# design 1

### Floorplan with the power grid, design 1

Bar = 200 µm. Pins as bars on the die edge.
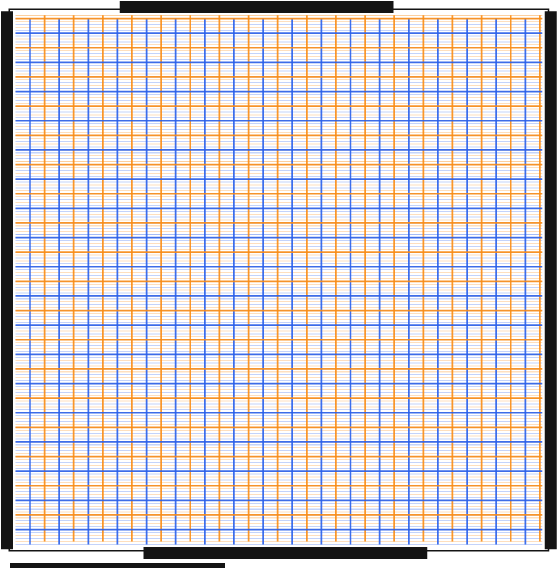
### Placement by cell class, design 1

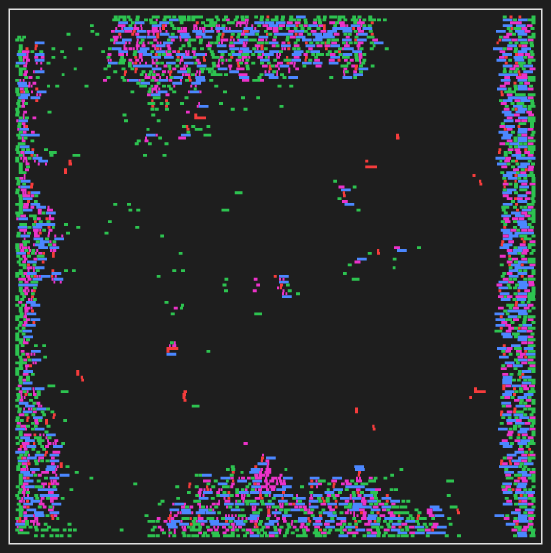
`config.mk`:
```
export PLATFORM = sky130hd
export DESIGN_NAME = memory_arbiter
export DESIGN_NICKNAME = d
export VERILOG_FILES = /design/src/rtl/memory_pkg.sv /design/src/rtl/mem_rr_pick.sv /design/src/rtl/memory_arbiter.sv
export SDC_FILE = /design/constraint.sdc
export NUM_CORES = 1
export LEC_CHECK = 0
export CAP_MARGIN = 20
export CORE_AREA = 5 5 496 498
export CTS_BUF_LIST = sky130_fd_sc_hd__clkbuf_4
export DETAILED_ROUTE_END_ITERATION = 8
export DIE_AREA = 0 0 501 503
export GPL_TIMING_DRIVEN = 1
export HOLD_SLACK_MARGIN = 0.03
export SYNTH_ARGS = -nofsm -noshare
export SYNTH_HDL_FRONTEND = slang
export SYNTH_SLANG_ARGS = --single-unit
```
`constraint.sdc`:
```
create_clock -name clk -period 4.7 [get_ports clk]
set_clock_uncertainty 0.15 [all_clocks]
set_input_delay 1.175 -clock clk [delete_from_list [all_inputs] [get_ports clk]]
set_output_delay 1.175 -clock clk [all_outputs]
set_load 0.01 [all_outputs]
```
`src/rtl/memory_pkg.sv`:
```
// Shared types and constants for the memory arbiter and its bank.
// State encoding, requester ids and default line geometry.
package memory_pkg;

    typedef enum logic [1:0] {
        IDLE = 2'd0,
        BUSY = 2'd1,
        RESP = 2'd2
    } state_t;

    localparam logic PORT_IFETCH = 1'b0;
    localparam logic PORT_DATA   = 1'b1;

    localparam int DEFAULT_DATA_WIDTH = 256;
    localparam int DEFAULT_ADDR_WIDTH = 2;

endpackage

```
`src/rtl/mem_rr_pick.sv`:
```
// Two-way round-robin select between the fetch and data requesters.
// A lone requester wins; a tie goes to the port not granted last.
module mem_rr_pick
    import memory_pkg::*;
(
    input  logic req0,
    input  logic req1,
    input  logic last_grant,
    output logic grant_valid,
    output logic grant_id
);

    // Sole requester wins, a tie alternates away from the last winner
    always_comb begin
        grant_valid = req0 | req1;
        grant_id    = PORT_IFETCH;
        if (req0 && req1) begin
            grant_id = ~last_grant;
        end else if (req1) begin
            grant_id = PORT_DATA;
        end
    end

endmodule

```
`src/rtl/memory_arbiter.sv`:
```
// Round-robin arbiter and latency sequencer in front of memory_bank.
// One access in flight; a one-cycle ack closes each access.
module memory_arbiter
    import memory_pkg::*;
#(
    parameter int MEMORY_DATA_WIDTH    = DEFAULT_DATA_WIDTH,
    parameter int MEMORY_ADDRESS_WIDTH = DEFAULT_ADDR_WIDTH,
    parameter int LATENCY              = 5
) (
    input  logic                            clk,
    input  logic                            reset,
    input  logic                            req0,
    input  logic                            req1,
    input  logic                            we0,
    input  logic                            we1,
    input  logic [MEMORY_ADDRESS_WIDTH-1:0] addr0,
    input  logic [MEMORY_ADDRESS_WIDTH-1:0] addr1,
    input  logic [MEMORY_DATA_WIDTH-1:0]    wdata0,
    input  logic [MEMORY_DATA_WIDTH-1:0]    wdata1,
    output logic                            ack0,
    output logic                            ack1,
    output logic [MEMORY_DATA_WIDTH-1:0]    rdata,
    output logic                            busy,
    output logic                            mem_write,
    output logic [MEMORY_ADDRESS_WIDTH-1:0] mem_addr_in,
    output logic [MEMORY_ADDRESS_WIDTH-1:0] mem_addr_out,
    output logic [MEMORY_DATA_WIDTH-1:0]    mem_data_in,
    input  logic [MEMORY_DATA_WIDTH-1:0]    mem_data_out
);

    localparam logic [7:0] CNT_INIT = 8'(LATENCY - 1);

    state_t                          state;
    state_t                          next_state;
    logic [7:0]                      cnt;
    logic                            last_grant;
    logic                            lat_id;
    logic                            lat_we;
    logic [MEMORY_ADDRESS_WIDTH-1:0] lat_addr;
    logic [MEMORY_DATA_WIDTH-1:0]    lat_wdata;
    logic                            grant_valid;
    logic                            grant_id;
    logic                            start;
    logic                            finish;

    mem_rr_pick u_pick (
        .req0        (req0),
        .req1        (req1),
        .last_grant  (last_grant),
        .grant_valid (grant_valid),
        .grant_id    (grant_id)
    );

    assign start  = (state == IDLE) && grant_valid;
    assign finish = (state == BUSY) && (cnt == 8'd0);

    // State register
    always_ff @(posedge clk or negedge reset) begin
        if (!reset) begin
            state <= IDLE;
        end else begin
            state <= next_state;
        end
    end

    // Next state and bank/requester outputs
    always_comb begin
        next_state   = state;
        busy         = (state != IDLE);
        ack0         = 1'b0;
        ack1         = 1'b0;
        mem_write    = 1'b0;
        mem_addr_in  = lat_addr;
        mem_addr_out = lat_addr;
        mem_data_in  = lat_wdata;
        unique case (state)
            IDLE: begin
                if (grant_valid) begin
                    next_state = BUSY;
                end
            end
            BUSY: begin
                mem_write = lat_we && (cnt == 8'd0);
                if (cnt == 8'd0) begin
                    next_state = RESP;
                end
            end
            RESP: begin
                ack0       = (lat_id == PORT_IFETCH);
                ack1       = (lat_id == PORT_DATA);
                next_state = IDLE;
            end
            default: next_state = IDLE;
        endcase
    end

    // Grant latch, latency countdown and read capture
    always_ff @(posedge clk or negedge reset) begin
        if (!reset) begin
            cnt        <= 8'd0;
            last_grant <= PORT_DATA;
            lat_id     <= PORT_IFETCH;
            lat_we     <= 1'b0;
            lat_addr   <= '0;
            lat_wdata  <= '0;
            rdata      <= '0;
        end else begin
            if (start) begin
                cnt        <= CNT_INIT;
                last_grant <= grant_id;
                lat_id     <= grant_id;
                lat_we     <= grant_id ? we1 : we0;
                lat_addr   <= grant_id ? addr1 : addr0;
                lat_wdata  <= grant_id ? wdata1 : wdata0;
            end else if (state == BUSY && cnt != 8'd0) begin
                cnt <= cnt - 8'd1;
            end
            if (finish && !lat_we) begin
                rdata <= mem_data_out;
            end
        end
    end

endmodule

```
==> out/qor.rpt <==
================================================================================
Number of logged tool warnings ....................................           43
Worst path bufs/invs ..............................................            2
Hold crit path type ............................................... flip-flop to flip-flop
Vias ..............................................................        21900
# hold bufs at CTS ................................................            1
Synthesized cell area .............................................    23500 µm²
Fraction of met1 tracks used by global routing ....................        12.5%
RD Place Congestion ...............................................        0.892
Maximum vdd drop ..................................................     0.274 mV
Synthesis area per yosys ..........................................    23500 µm²
Routed length on met2 .............................................      78.4 mm
Final setup violating endpoints ...................................            0
RR Endpoint .......................................................    rdata[74]
Total cell area at the placement stage ............................    40200 µm²
Placed wire-length estimate after detailed placement ..............       137 mm
Met1 Routed Length ................................................      57.0 mm
Hold violation total from the final report ........................            0
Leakage component of the power ....................................    0.0173 µW
Horizontal die dimension ..........................................       501 µm
Nature of the critical path endpoint ..............................   output pin
Ordered cell list for the critical path ........................... inv_1 -> ha_1 -> or3b_4 -> nor3_2 -> and2_1 -> dlygate4sd2_1
Topmost layer with routed signal wires ............................         met5
Antenna violation net count after detailed routing ................            0
Worst Setup Slack post-DPL ........................................       781 ps
Cell at the slowest stage of the critical path .................... sky130_fd_sc_hd__or3b_4
Post-synth top flop ............................................... sky130_fd_sc_hd__dfrtp_1
Largest type area fraction ........................................        56.0%
Result of the run ................................................. finished clean
Fraction of final layout cells sized beyond drive strength 1 ......        17.6%
Area of the die ...................................................   252000 µm²
Worst reg2reg startpoint ..........................................       cnt[0]
Met2 Usage GRT ....................................................        20.6%
CTS-repair resized insts ..........................................            3
Final std cell area, no fill ......................................    42400 µm²
Launching element type of the critical path .......................    flip-flop
Design Power ......................................................     25600 µW
Number of antenna violations at the first check in global routing .          155
Ratio of total power to cell area .................................   603 nW/µm²
Cells after synthesis .............................................         1765
================================================================================
Notes on 'Floorplan with the power grid' of design 1 above:
VSS -> blue
VDD -> orange
met4 straps = 36
signal pins = 1298
met5 straps = 36
rows = 181

Notes on 'Placement by cell class' of design 1 above:
remaining logic cells -> magenta  # cells 1089
registers -> blue  # cells 527
remaining buffers and delay cells -> green  # cells 1358
clock drivers and dummy loads -> red  # cells 286
core region area: 242000 µm²
fraction of area in registers: 31.1%
final standard cell utilization of the core: 17.6%

==> worst reg2reg max path: cells and delay by family, from the launching register on <==
family	cells	cell delay, ps
flops	1	420
buf+inv	3	820
fa+ha+maj	1	250
mux	1	710
simple gates	2	1250
==> final cells by class <==
class	count	area, µm²	share of cell area, %
repair buffers	1358	13700	32.2
multi-input cells	1084	9360	22.0
inverters	5	26.3	0.0619
clock inverters	62	380	0.896
well taps	3202	4010	9.44
diodes	48	120	0.283
clock buffers	224	1680	3.96
flip-flops and latches	527	13200	31.1
==> where the power goes <==
group	switching [µW]	internal, µW	leakage (µW)
clock	2380	2430	0.00122
combinational	5590	6890	0.00977
sequential	1470	6830	0.00633
==> kinds of logic after synthesis <==
logic type	Yosys count	synth area share (%)
AOI/OAI and AO/OA	538	11.6
muxes	520	27.3
DFF	527	56.1
buffers and inverters	154	4.26
and+or+nand+nor	25	0.676
adders and majority gates	1	0.0532
==> layout by cell type (no fill, tap or decap), drive strengths merged, types with 3 or more instances in the layout <==
cell type	count
buf	61
dfrtp	526
mux2i	264
bufinv	4
clkbuf	224
inv	10
clkdlybuf4s50	1295
clkinvlp	3
mux2	256
nor3	5
clkinv	50
diode	48
nor2	3
o21ai	526

# design 2

### Signal wires by layer, design 2

Bar = 20 µm.
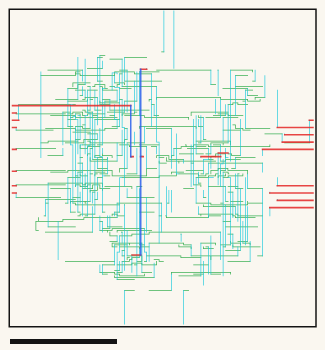
### Floorplan with the power grid, design 2

Bar = 20 µm. Pins as bars on the die edge.
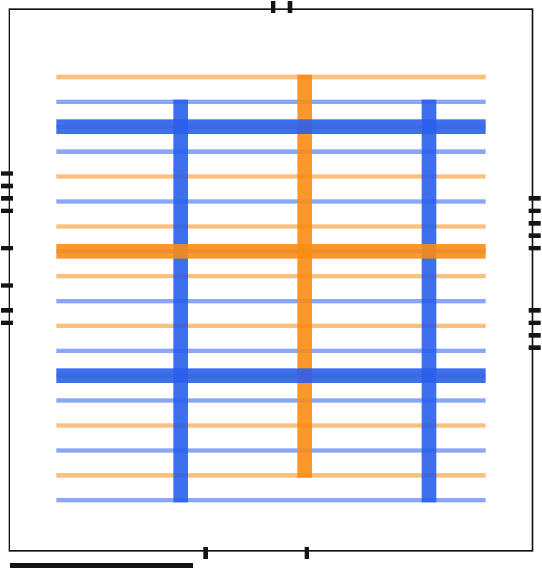
### Clock network drawn from the DEF, design 2

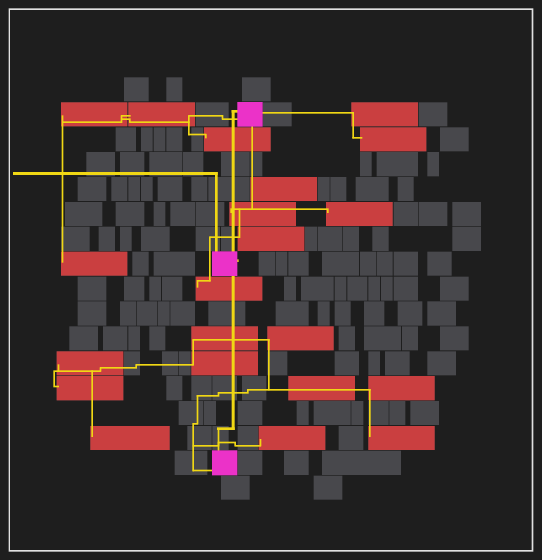
File: config.mk
export PLATFORM = sky130hd
export DESIGN_NAME = sequence_detector_1011
export DESIGN_NICKNAME = d
export VERILOG_FILES = /design/src/rtl/sequence_detector_1011.sv
export SDC_FILE = /design/constraint.sdc
export NUM_CORES = 1
export LEC_CHECK = 0
export CORE_AREA = 5 5 52 54
export CTS_BUF_LIST = sky130_fd_sc_hd__clkbuf_4 sky130_fd_sc_hd__clkbuf_8
export CTS_CLUSTER_SIZE = 12
export DETAILED_ROUTE_END_ITERATION = 8
export DIE_AREA = 0 0 57 59
export PLACE_DENSITY = 0.8
export SYNTH_ARGS = -nofsm -noshare
export SYNTH_HDL_FRONTEND = slang
export SYNTH_SLANG_ARGS = --single-unit
File: constraint.sdc
create_clock -name clk -period 1.8 [get_ports clk]
set_input_delay 0.54 -clock clk [delete_from_list [all_inputs] [get_ports clk]]
set_output_delay 0.54 -clock clk [all_outputs]
set_load 0.02 [all_outputs]
File: src/rtl/sequence_detector_1011.sv
// -----------------------------------------------------------------------------
// sequence_detector_1011
//
// Serial detector for the bit pattern 1011 (first bit first, overlapping
// matches allowed). Two independent machines watch the same input:
//   - a 4-state Mealy machine whose flag rises while the final 1 is on `in`;
//   - a 5-state Moore machine whose flag rises for one cycle after the edge
//     that samples the final 1.
// Each machine feeds a saturating match counter.
//
// Ports:
//   clk            rising-edge clock for all state
//   rst            synchronous, active-high reset (FSMs to idle, counters to 0)
//   in             serial data bit, sampled on every rising edge
//   mealy_detected Mealy flag: f(state, in), forced low while rst is high
//   moore_detected Moore flag: f(registered state) only
//   mealy_count    saturating count of Mealy detections
//   moore_count    saturating count of Moore detections
// -----------------------------------------------------------------------------
module sequence_detector_1011 #(
    parameter int CNT_W = 8
) (
    input  logic             clk,
    input  logic             rst,
    input  logic             in,
    output logic             mealy_detected,
    output logic             moore_detected,
    output logic [CNT_W-1:0] mealy_count,
    output logic [CNT_W-1:0] moore_count
);

    typedef enum logic [1:0] {
        MEALY_A = 2'd0,   // idle
        MEALY_B = 2'd1,   // seen "1"
        MEALY_C = 2'd2,   // seen "10"
        MEALY_D = 2'd3    // seen "101"
    } mealy_state_t;

    typedef enum logic [2:0] {
        MOORE_M0    = 3'd0,   // idle
        MOORE_M1    = 3'd1,
        MOORE_M10   = 3'd2,
        MOORE_M101  = 3'd3,
        MOORE_M1011 = 3'd4    // match, flag high for this cycle
    } moore_state_t;

    localparam logic [CNT_W-1:0] CNT_MAX  = {CNT_W{1'b1}};
    localparam logic [CNT_W-1:0] CNT_ZERO = {CNT_W{1'b0}};
    localparam logic [CNT_W-1:0] CNT_ONE  = CNT_W'(1);

    mealy_state_t mealy_state_r;
    mealy_state_t mealy_next_s;
    moore_state_t moore_state_r;
    moore_state_t moore_next_s;

    // Mealy state register.
    always_ff @(posedge clk) begin
        if (rst) begin
            mealy_state_r <= MEALY_A;
        end else begin
            mealy_state_r <= mealy_next_s;
        end
    end

    // Mealy next-state and detect flag; the flag is masked by rst so a
    // reset edge never counts as a match.
    always_comb begin
        mealy_next_s   = MEALY_A;
        mealy_detected = 1'b0;
        case (mealy_state_r)
            MEALY_A: mealy_next_s = in ? MEALY_B : MEALY_A;
            MEALY_B: mealy_next_s = in ? MEALY_B : MEALY_C;
            MEALY_C: mealy_next_s = in ? MEALY_D : MEALY_A;
            MEALY_D: begin
                // Trailing 1 of a match is the leading 1 of the next one.
                mealy_next_s   = in ? MEALY_B : MEALY_C;
                mealy_detected = in & ~rst;
            end
            default: mealy_next_s = MEALY_A;
        endcase
    end

    // Moore state register.
    always_ff @(posedge clk) begin
        if (rst) begin
            moore_state_r <= MOORE_M0;
        end else begin
            moore_state_r <= moore_next_s;
        end
    end

    // Moore next-state and detect flag; unused encodings fall back to idle.
    always_comb begin
        moore_next_s   = MOORE_M0;
        moore_detected = 1'b0;
        case (moore_state_r)
            MOORE_M0:    moore_next_s = in ? MOORE_M1    : MOORE_M0;
            MOORE_M1:    moore_next_s = in ? MOORE_M1    : MOORE_M10;
            MOORE_M10:   moore_next_s = in ? MOORE_M101  : MOORE_M0;
            MOORE_M101:  moore_next_s = in ? MOORE_M1011 : MOORE_M10;
            MOORE_M1011: begin
                moore_next_s   = in ? MOORE_M1 : MOORE_M10;
                moore_detected = 1'b1;
            end
            default:     moore_next_s = MOORE_M0;
        endcase
    end

    // Mealy match counter, holds at all-ones.
    always_ff @(posedge clk) begin
        if (rst) begin
            mealy_count <= CNT_ZERO;
        end else if (mealy_detected && (mealy_count != CNT_MAX)) begin
            mealy_count <= mealy_count + CNT_ONE;
        end else begin
            mealy_count <= mealy_count;
        end
    end

    // Moore match counter, holds at all-ones.
    always_ff @(posedge clk) begin
        if (rst) begin
            moore_count <= CNT_ZERO;
        end else if (moore_detected && (moore_count != CNT_MAX)) begin
            moore_count <= moore_count + CNT_ONE;
        end else begin
            moore_count <= moore_count;
        end
    end

endmodule

==> out/qor.rpt <==
=========================================================================
Hold violation total from the final report .................            0
Main power-consuming group .................................    registers
Max Clk Rate ...............................................    0.558 GHz
Initial standard-cell utilization of the core ..............        44.6%
Ordered cell list for the critical path .................... or3b_4 -> inv_4 -> buf_6
Register share after synthesis .............................        43.5%
Slowest stage delay, CP ....................................       400 ps
Post-Syn Nets ..............................................          117
Number of design rule violations left after detail routing .            0
Multi-input combinational cell count .......................           85
Fraction of area in registers ..............................        31.8%
Main logic family after synthesis .......................... simple AND/OR/NAND/NOR gates
Top-Level Pins .............................................           21
Average footprint of a synthesized cell ....................     8.64 µm²
Result of the run .......................................... finished clean
Power of the sequential group ..............................       472 µW
Ao+oa area frac ............................................        10.9%
=========================================================================
Notes on 'Signal wires by layer' of design 2 above:
M1 -> green  # wire length 1020 µm
M3 -> red  # wire length 93.4 µm
M2 -> cyan  # wire length 969 µm
M4 -> blue  # wire length 44.2 µm

Notes on 'Floorplan with the power grid' of design 2 above:
VSS -> blue
VDD -> orange
rows = 17
met5 straps = 3
met4 straps = 3
met1 rails = 18

Notes on 'Clock network drawn from the DEF' of design 2 above:
clock wires -> yellow  # length 252 µm
flip-flops -> red  # count 21
clock-net drivers -> magenta  # count 3
routed clock nets = 4

## per-layer routing
metal | up-vias | GRT usage (%) | share of wire (%)
li1 | 479 | - | -
met1 | 434 | 16.2 | 48
met2 | 24 | 22.7 | 46
met3 | 5 | 2.18 | 4.4
met4 | 0 | 5.96 | 2.1
met5 | - | 0 | 0
## cells in the mapped netlist (2+ instances only)
cell and instances:
sky130_fd_sc_hd__a21oi_1 8, sky130_fd_sc_hd__xor2_1 2, sky130_fd_sc_hd__nand2_1 9, sky130_fd_sc_hd__nor3_1 8, sky130_fd_sc_hd__and3_1 2, sky130_fd_sc_hd__mux2i_1 4, sky130_fd_sc_hd__clkbuf_1 2, sky130_fd_sc_hd__nor2_1 16
sky130_fd_sc_hd__nand2b_1 2, sky130_fd_sc_hd__inv_1 3, sky130_fd_sc_hd__ha_1 2, sky130_fd_sc_hd__nor4_1 2, sky130_fd_sc_hd__o21ai_0 2, sky130_fd_sc_hd__dfxtp_1 21, sky130_fd_sc_hd__nand3_1 6, sky130_fd_sc_hd__and4b_1 2
sky130_fd_sc_hd__and4_1 2, sky130_fd_sc_hd__o31ai_1 2


## Gallery

Congestion heat map.
picture 1
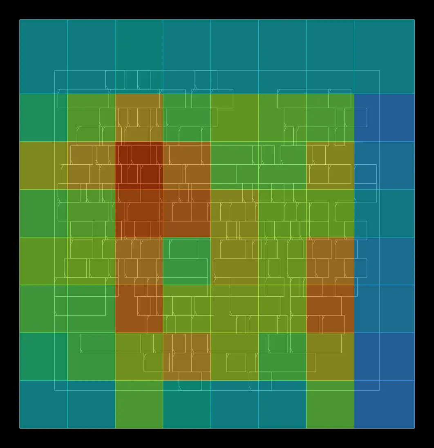
picture 2
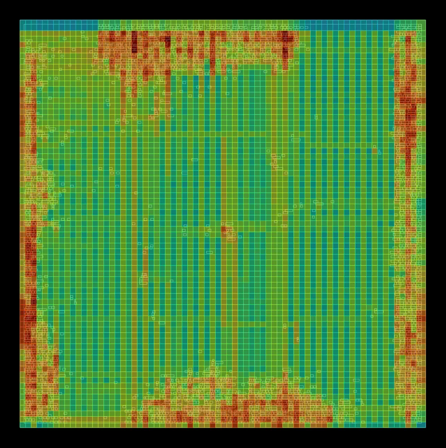
| picture | from |
|---|---|
| picture 1 | design 2 |
| picture 2 | design 1 |
The one with the highest utilization is picture 1.

Power figures rest on the tool's default switching activity, not on a simulated workload.
